######## block 1 ########
==> block_1/drive_strength.png <==
Bar = 50 um.
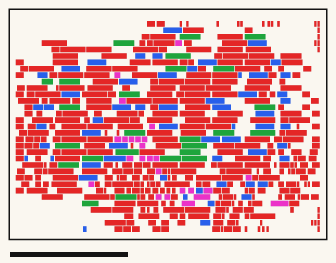
==> block_1/met3.png <==
Bar = 50 um.
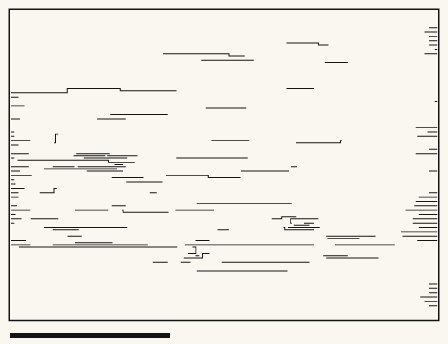
===== src/rtl/carbon_mode_stack.sv =====
// carbon_mode_stack: tier-transition controller with a DEPTH-entry stack of
// {previous tier, return PC} frames; one response or trap pulse per request.
module carbon_mode_stack #(
    parameter int DEPTH      = 4,
    parameter int TIER_W     = 8,
    parameter int PC_W       = 16,
    parameter int NUM_TIERS  = 3,
    parameter int RESET_TIER = 0,
    localparam int SP_W      = $clog2(DEPTH + 1),
    localparam int IW        = (DEPTH > 1) ? $clog2(DEPTH) : 1
) (
    input  logic              clk,
    input  logic              rst_n,
    input  logic              flush,
    input  logic              req_valid,
    output logic              req_ready,
    input  logic [1:0]        req_op,
    input  logic [TIER_W-1:0] req_tier,
    input  logic [PC_W-1:0]   req_pc,
    input  logic [TIER_W-1:0] tier_ceiling,
    output logic              rsp_valid,
    output logic [PC_W-1:0]   rsp_pc,
    output logic              trap_valid,
    output logic [31:0]       trap_cause,
    output logic [TIER_W-1:0] cur_tier,
    output logic [SP_W-1:0]   sp
);
    typedef enum logic {IDLE, RESP} state_t;
    typedef struct packed {
        logic [TIER_W-1:0] tier;
        logic [PC_W-1:0]   pc;
    } frame_t;

    state_t state, state_next;
    frame_t stack [DEPTH];
    logic rsp_q, trap_q;
    logic accept, illegal, is_up, up_bad, full, empty, trap;
    logic [31:0] cause;
    logic [SP_W-1:0] sp_dec;
    logic [IW-1:0] push_idx, pop_idx;

    assign accept   = (state == IDLE) && req_valid && !flush;
    assign illegal  = req_op[1];
    assign is_up    = (req_op == 2'b00);
    assign up_bad   = (req_tier <= cur_tier) || (req_tier >= TIER_W'(NUM_TIERS)) || (req_tier > tier_ceiling);
    assign full     = (sp == SP_W'(DEPTH));
    assign empty    = (sp == '0);
    assign trap     = illegal || (is_up ? (up_bad || full) : empty);
    assign cause    = illegal ? 32'h15 : is_up ? (up_bad ? 32'h12 : 32'h13) : 32'h14;
    assign sp_dec   = sp - SP_W'(1);
    assign push_idx = sp[IW-1:0];
    assign pop_idx  = sp_dec[IW-1:0];

    // A flush in the response cycle suppresses the pulse combinationally.
    assign req_ready  = (state == IDLE) && !flush;
    assign rsp_valid  = rsp_q && !flush;
    assign trap_valid = trap_q && !flush;

    always_comb begin
        state_next = state;
        if (flush) state_next = IDLE;
        else if (state == RESP) state_next = IDLE;
        else if (accept) state_next = RESP;
    end

    always_ff @(posedge clk or negedge rst_n) begin
        if (!rst_n) state <= IDLE;
        else state <= state_next;
    end

    always_ff @(posedge clk or negedge rst_n) begin
        if (!rst_n) begin
            cur_tier   <= TIER_W'(RESET_TIER);
            sp         <= '0;
            rsp_q      <= 1'b0;
            trap_q     <= 1'b0;
            rsp_pc     <= '0;
            trap_cause <= '0;
        end else if (flush) begin
            cur_tier   <= TIER_W'(RESET_TIER);
            sp         <= '0;
            rsp_q      <= 1'b0;
            trap_q     <= 1'b0;
            rsp_pc     <= '0;
            trap_cause <= '0;
        end else if (accept) begin
            rsp_q  <= !trap;
            trap_q <= trap;
            if (trap) begin
                trap_cause <= cause;
            end else if (is_up) begin
                sp       <= sp + SP_W'(1);
                cur_tier <= req_tier;
                rsp_pc   <= req_pc;
            end else begin
                sp       <= sp_dec;
                cur_tier <= stack[pop_idx].tier;
                rsp_pc   <= stack[pop_idx].pc;
            end
        end else begin
            rsp_q  <= 1'b0;
            trap_q <= 1'b0;
        end
    end

    // Frame storage needs no reset: entries above sp are never read.
    always_ff @(posedge clk) begin
        if (accept && is_up && !trap) stack[push_idx] <= '{tier: cur_tier, pc: req_pc};
    end
endmodule

===== config.mk =====
export PLATFORM = sky130hd
export DESIGN_NAME = carbon_mode_stack
export DESIGN_NICKNAME = d
export VERILOG_FILES = /design/src/rtl/carbon_mode_stack.sv
export SDC_FILE = /design/constraint.sdc
export NUM_CORES = 1
export LEC_CHECK = 0
export ABC_CLOCK_PERIOD_IN_PS = 4000
export CAP_MARGIN = 40
export CORE_AREA = 2 2 132 95
export DETAILED_ROUTE_END_ITERATION = 16
export DIE_AREA = 0 0 134 97
export HOLD_SLACK_MARGIN = 0.05
export PLACE_DENSITY = 0.9
export SYNTH_ARGS = -nofsm -noshare
export SYNTH_HDL_FRONTEND = slang
export SYNTH_SLANG_ARGS = --single-unit

===== constraint.sdc =====
create_clock -name clk -period 4 [get_ports clk]
set_input_delay 1 -clock clk [delete_from_list [all_inputs] [get_ports clk]]
set_output_delay 1 -clock clk [all_outputs]
set_load 0.01 [all_outputs]

==> impl_metrics.ini <==
; synthesis and place-and-route metrics
[power]
p_clk_w = 0.00169
power.density_mw_per_mm2 = 433

[worst_setup_path]
critPathMaxFanout = 15
worst_r2r_path_depth = 9
r2r_setup_slack_ps = 1250

[synthesis]
fraction_of_registers_with_async_set_or_reset_after_synthesis_pct = 26.2
synth-xor-area-share_pct = 0.141
synth-main-ff-cell = edfxtp_1
post_synth_inst_count = 395
netlist_area_mm2 = 0.00621
avgSynthCellArea_um2 = 15.7
ys_ff = 130
yosys.cell_types.count = 48

[layout]
final_cells = 645
post_route_cells_drive_above_1_share_pct = 21.9

[floorplanning]
ios = 100

[placed_design]
placement_cell_area_mm2 = 0.00702

[detailed_routing]
postRouteAntennaNets = 0
drt_iter0_markers = 384

[final_timing]
slew_headroom_pct = 56.9
setup_repair_after_global_routing_missed_its_margin = no

[run_status]
outcome = finished clean
Notes on block_1/drive_strength.png above:
- red: drive 1 or less (cells 381; share 78%)
- magenta: drive 3 to 4 (cells 25; share 5.1%)
- blue: drive 2 (cells 57; share 12%)
- green: drive 6 and up (cells 25; share 5.1%)

Notes on block_1/met3.png above:
- main direction: horizontal
- share of all routed wire: 7.7%

## metal layers
metal	up-vias	GRT usage, %	share of wire, %
met4	0	5.56	0.56
li1	1652	-	-
met5	-	0	0
met2	187	35.4	49
met1	1904	32.9	42
met3	8	6.71	7.7
## cell type report
type	instances	area, um^2
Multi-Input combinational cell	218	2150
Tap cell	157	196
Clock buffer	18	439
Clock inverter	14	211
Sequential cell	130	3730
Fill cell	786	3930
Timing Repair Buffer	89	868
Inverter	19	71.3
## how the worst max path moves through the flow
stage | start | end | slack [ps]
2_1_floorplan | tier_ceiling[7] | stack[0][0] | 700
3_3_place_gp | req_tier[7] | cur_tier[7] | 320
3_5_place_dp | req_tier[7] | cur_tier[7] | 210
4_1_cts | req_tier[7] | cur_tier[7] | 630
5_1_grt | req_tier[7] | cur_tier[7] | 520
6_report | req_tier[7] | cur_tier[7] | 610
## through the flow
stage	power, W	hold slack (ps)
6_report	0.00332	466
5_1_grt	0.00342	457
4_1_cts	0.00334	456
3_5_place_dp	0.00166	560
3_3_place_gp	0.00165	549
2_1_floorplan	0.00159	546
## flip-flops by register name, summed over array words and instances (netlist names)
register and count:
rsp_pc 16, trap_cause 4, state 1, cur_tier 8, trap_q 1, sp 3
rsp_q 1, stack 96

######## block 2 ########
==> block_2/drive_strength.png <==
Bar = 20 um.
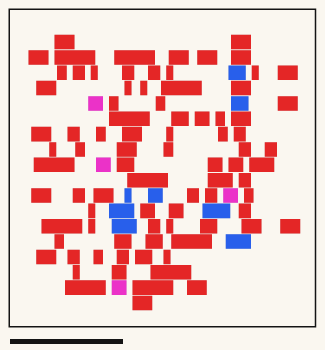
==> block_2/final_placement.png <==
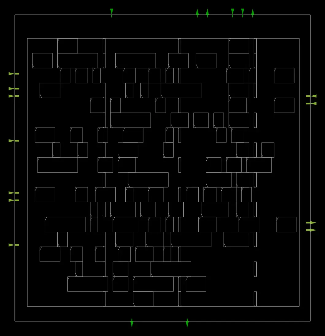
$ cat src/rtl/counter_updown_n_pkg.sv
// ---------------------------------------------------------------------------
// counter_pkg
// Shared types for the parametrised up/down counter.
//   mode_e      : terminal-count behaviour (wrap, one-shot halt, reload)
//   cnt_state_e : run/halt state of the counter
// ---------------------------------------------------------------------------
package counter_pkg;

   typedef enum logic [1:0] {
      MODE_WRAP    = 2'b00,
      MODE_ONESHOT = 2'b01,
      MODE_RELOAD  = 2'b10,
      MODE_RSVD    = 2'b11
   } mode_e;

   typedef enum logic {
      ST_RUN  = 1'b0,
      ST_HALT = 1'b1
   } cnt_state_e;

endpackage

$ cat src/rtl/counter_updown_n_if.sv
// ---------------------------------------------------------------------------
// counter_updown_n_if
// Control/status bundle of one counter instance.
//   load_n, d       : synchronous parallel load (active-low) and its data
//   enp, ent        : parallel and trickle count enables
//   up, mode        : direction and terminal behaviour
//   q, rco          : count value and combinational ripple carry
//   tc_pulse, halted: registered terminal pulse and one-shot halt flag
// master drives the controls, slave is the counter.
// ---------------------------------------------------------------------------
interface counter_updown_n_if
   import counter_pkg::*;
#(
   parameter int WIDTH = 4
);
   logic             load_n;
   logic [WIDTH-1:0] d;
   logic             enp;
   logic             ent;
   logic             up;
   mode_e            mode;
   logic [WIDTH-1:0] q;
   logic             rco;
   logic             tc_pulse;
   logic             halted;

   modport master (
      output load_n, d, enp, ent, up, mode,
      input  q, rco, tc_pulse, halted
   );

   modport slave (
      input  load_n, d, enp, ent, up, mode,
      output q, rco, tc_pulse, halted
   );
endinterface

$ cat src/rtl/counter_updown_n_next_value.sv
// ---------------------------------------------------------------------------
// counter_next_value
// Combinational next-count logic.
//   i_q, i_reload : current count and reload register
//   i_up, i_mode  : direction and terminal behaviour
//   o_terminal    : count sits at the end of its range for this direction
//   o_halt_req    : a step now would enter the one-shot halt
//   o_next_q      : value q takes if a count step happens this edge
// ---------------------------------------------------------------------------
module counter_next_value
   import counter_pkg::*;
#(
   parameter int WIDTH   = 4,
   parameter int MODULUS = 2**WIDTH
) (
   input  logic [WIDTH-1:0] i_q,
   input  logic [WIDTH-1:0] i_reload,
   input  logic             i_up,
   input  mode_e            i_mode,
   output logic             o_terminal,
   output logic             o_halt_req,
   output logic [WIDTH-1:0] o_next_q
);
   localparam logic [WIDTH-1:0] MAX_Q = WIDTH'(MODULUS - 1);

   logic [WIDTH-1:0] w_wrap_q;

   always_comb begin
      o_terminal = i_up ? (i_q == MAX_Q) : (i_q == '0);
      w_wrap_q   = i_up ? '0 : MAX_Q;
      o_halt_req = 1'b0;
      o_next_q   = i_up ? (i_q + WIDTH'(1)) : (i_q - WIDTH'(1));
      if (o_terminal) begin
         case (i_mode)
            MODE_ONESHOT: begin
               o_next_q   = i_q;
               o_halt_req = 1'b1;
            end
            MODE_RELOAD: o_next_q = i_reload;
            default:     o_next_q = w_wrap_q;
         endcase
      end
   end
endmodule

$ cat src/rtl/counter_updown_n.sv
// ---------------------------------------------------------------------------
// counter_updown_n
// Parametrised synchronous up/down mod-N counter with wrap, one-shot halt and
// auto-reload modes; rco is combinational so instances cascade on one edge.
//   clk  : clock, all state changes on the rising edge
//   clr  : synchronous active-high clear
//   bus  : counter_updown_n_if.slave (controls in, q/rco/tc_pulse/halted out)
//
// state   | meaning
// ST_RUN  | counting allowed when enp & ent
// ST_HALT | one-shot reached terminal; q frozen until load or clr
// ---------------------------------------------------------------------------
module counter_updown_n
   import counter_pkg::*;
#(
   parameter int WIDTH       = 4,
   parameter int MODULUS     = 2**WIDTH,
   parameter int RESET_VALUE = 0
) (
   input  logic               clk,
   input  logic               clr,
   counter_updown_n_if.slave  bus
);
   localparam logic [WIDTH-1:0] MAX_Q = WIDTH'(MODULUS - 1);
   localparam logic [WIDTH-1:0] RST_Q = WIDTH'(RESET_VALUE);

   cnt_state_e       r_state;
   logic [WIDTH-1:0] r_q;
   logic [WIDTH-1:0] r_reload;
   logic             r_tc;
   logic             r_halted;

   logic             w_terminal;
   logic             w_halt_req;
   logic [WIDTH-1:0] w_next_q;
   logic [WIDTH-1:0] w_load_q;
   logic             w_step;

   counter_next_value #(
      .WIDTH   (WIDTH),
      .MODULUS (MODULUS)
   ) u_next (
      .i_q        (r_q),
      .i_reload   (r_reload),
      .i_up       (bus.up),
      .i_mode     (bus.mode),
      .o_terminal (w_terminal),
      .o_halt_req (w_halt_req),
      .o_next_q   (w_next_q)
   );

   // Load data above the modulus saturates so q never leaves its range.
   assign w_load_q = (bus.d > MAX_Q) ? MAX_Q : bus.d;
   assign w_step   = bus.enp & bus.ent & (r_state == ST_RUN);

   always_ff @(posedge clk) begin
      if (clr) begin
         r_q      <= RST_Q;
         r_reload <= RST_Q;
         r_state  <= ST_RUN;
         r_halted <= 1'b0;
         r_tc     <= 1'b0;
      end else if (!bus.load_n) begin
         r_q      <= w_load_q;
         r_reload <= w_load_q;
         r_state  <= ST_RUN;
         r_halted <= 1'b0;
         r_tc     <= 1'b0;
      end else begin
         r_tc <= 1'b0;
         if (w_step) begin
            r_q  <= w_next_q;
            r_tc <= w_terminal;
            if (w_halt_req) begin
               r_state  <= ST_HALT;
               r_halted <= 1'b1;
            end
         end
      end
   end

   assign bus.q        = r_q;
   assign bus.rco      = bus.ent & w_terminal;
   assign bus.tc_pulse = r_tc;
   assign bus.halted   = r_halted;
endmodule

$ cat src/flat_wrapper.sv
// flat-port wrapper written by rule: the top's interface ports become plain ports
module counter_updown_n_flat import counter_pkg::*;
#(
   parameter int WIDTH       = 4,
   parameter int MODULUS     = 2**WIDTH,
   parameter int RESET_VALUE = 0
)
  (clk, clr, bus_load_n, bus_d, bus_enp, bus_ent, bus_up, bus_mode, bus_q, bus_rco, bus_tc_pulse, bus_halted);
  counter_updown_n_if #(.WIDTH(WIDTH)) bus_i ();
  input  logic clk;
  input  logic clr;
  input wire logic [$bits(bus_i.load_n)-1:0] bus_load_n;
  input wire logic [$bits(bus_i.d)-1:0] bus_d;
  input wire logic [$bits(bus_i.enp)-1:0] bus_enp;
  input wire logic [$bits(bus_i.ent)-1:0] bus_ent;
  input wire logic [$bits(bus_i.up)-1:0] bus_up;
  input wire logic [$bits(bus_i.mode)-1:0] bus_mode;
  output wire logic [$bits(bus_i.q)-1:0] bus_q;
  output wire logic [$bits(bus_i.rco)-1:0] bus_rco;
  output wire logic [$bits(bus_i.tc_pulse)-1:0] bus_tc_pulse;
  output wire logic [$bits(bus_i.halted)-1:0] bus_halted;
  assign bus_i.load_n = bus_load_n;
  assign bus_i.d = bus_d;
  assign bus_i.enp = bus_enp;
  assign bus_i.ent = bus_ent;
  assign bus_i.up = bus_up;
  assign bus_i.mode = bus_mode;
  assign bus_q = bus_i.q;
  assign bus_rco = bus_i.rco;
  assign bus_tc_pulse = bus_i.tc_pulse;
  assign bus_halted = bus_i.halted;
  counter_updown_n #(.WIDTH(WIDTH), .MODULUS(MODULUS), .RESET_VALUE(RESET_VALUE)) u_core (.clk(clk), .clr(clr), .bus(bus_i));
endmodule
$ cat config.mk
export PLATFORM = sky130hd
export DESIGN_NAME = counter_updown_n_flat
export DESIGN_NICKNAME = d
export VERILOG_FILES = /design/src/rtl/counter_updown_n_pkg.sv /design/src/rtl/counter_updown_n_if.sv /design/src/rtl/counter_updown_n_next_value.sv /design/src/rtl/counter_updown_n.sv /design/src/flat_wrapper.sv
export SDC_FILE = /design/constraint.sdc
export NUM_CORES = 1
export LEC_CHECK = 0
export CAP_MARGIN = 20
export CELL_PAD_IN_SITES_DETAIL_PLACEMENT = 1
export CELL_PAD_IN_SITES_GLOBAL_PLACEMENT = 2
export CORE_AREA = 2 2 52 54
export CTS_CLUSTER_DIAMETER = 50
export CTS_CLUSTER_SIZE = 30
export DETAILED_ROUTE_END_ITERATION = 10
export DIE_AREA = 0 0 54 56
export MAX_ROUTING_LAYER = met4
export PLACE_DENSITY_LB_ADDON = 0.1
export SLEW_MARGIN = 5
export SYNTH_ARGS = -nofsm -noshare
export SYNTH_HDL_FRONTEND = slang
export SYNTH_SLANG_ARGS = --single-unit
$ cat constraint.sdc
create_clock -name clk -period 6.6 [get_ports clk]
set_input_delay 1.98 -clock clk [delete_from_list [all_inputs] [get_ports clk]]
set_output_delay 1.98 -clock clk [all_outputs]
set_load 0.02 [all_outputs]
==> impl_metrics.ini <==
; synthesis and place-and-route metrics
[synthesis]
post_synth_fa_ha_maj_area_fraction_pct = 6.77
ys_sh_aoi_pct = 24.2
ys_ff = 10
post_synth_inst_count = 77

[final_timing]
hold_ws_ps = 474
min_period_over_period_pct = 87.4
clock.fmax_mhz = 173
layout_min_cycle_time_ps = 5770

[min_path]
hold_path.class = flip-flop to flip-flop

[layout]
final.signal_buffer_count = 19
count_of_inverters_not_on_the_clock_network_in_the_layout = 3

[detailed_routing]
top_signal_layer_used = met4
m1WireLength_um = 862

[clock_network]
clock.latency.late_pin_ps = 260
cts_max_level = 1

[run_status]
outcome = finished clean

[worst_setup_path]
critical_path.endpoint_type = primary output
Notes on block_2/drive_strength.png above:
- red: drive 1 or less (cells 84; share 88%)
- magenta: drive 3 to 4 (cells 4; share 4.2%)
- blue: drive 2 (cells 8; share 8.3%)

Notes on block_2/final_placement.png above:
count of standard-cell rows: 18
proportion of cell area occupied by registers: 22.4%
FFs & Latches: 10
total of fill cells in the finished design: 301
number of well taps: 30

## path summary, 6_finish.rpt
| kind | start | endpoint | slack [ps] | cells after the start |
|---|---|---|---|---|
| worst min-delay path | u_core.r_reload[1] | u_core.r_reload[1] | 470 | 2 |
| worst max register to register | u_core.bus.q[2] | u_core.bus.q[3] | 4650 | 6 |
| worst max-delay path | bus_up | bus_rco | 830 | 6 |
| worst min register to register | u_core.r_reload[1] | u_core.r_reload[1] | 470 | 2 |
## flip-flops by register name, indices dropped and copies added, names as in the netlist
name / flops
u_core.bus.halted: 1
u_core.bus.q: 4
u_core.bus.tc_pulse: 1
u_core.r_reload: 4
## routing by layer
layer  GRT usage [%]  vias to the layer above
met2            16.9                       13
met3            1.61                        4
li1                -                      323
met5               -                        -
met1            18.7                      276
met4            6.43                        0
## through the flow
stage | instance area [um^2] | power, W
after floorplan | 666 | 0.000100
after global placement | 872 | 0.000119
after detailed placement | 872 | 0.000119
after CTS | 895 | 0.000163
after global routing | 895 | 0.000170
final | 895 | 0.000158
## critical path, stage by stage
cell	delay [ps]
clkdlybuf4s50_1	440
inv_2	170
mux2i_2	220
buf_4	210
and2b_2	230
clkdlybuf4s50_1	540


==> gallery <==
I/O pins on the die edge.
(a)
Bar = 50 um. Pins as bars across the die edge, other pins in gray.
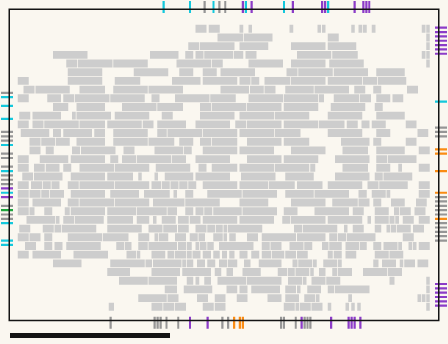
(b)
Bar = 20 um. Pins as bars across the die edge, other pins in gray.
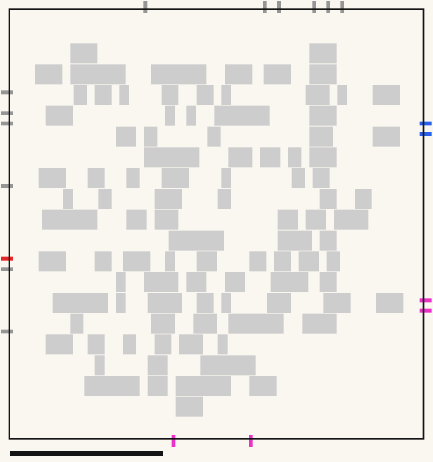
The one with the most pins is (a).
- block 2 = (b)
- block 1 = (a)

Power figures rest on the tool's default switching activity, not on a simulated workload.
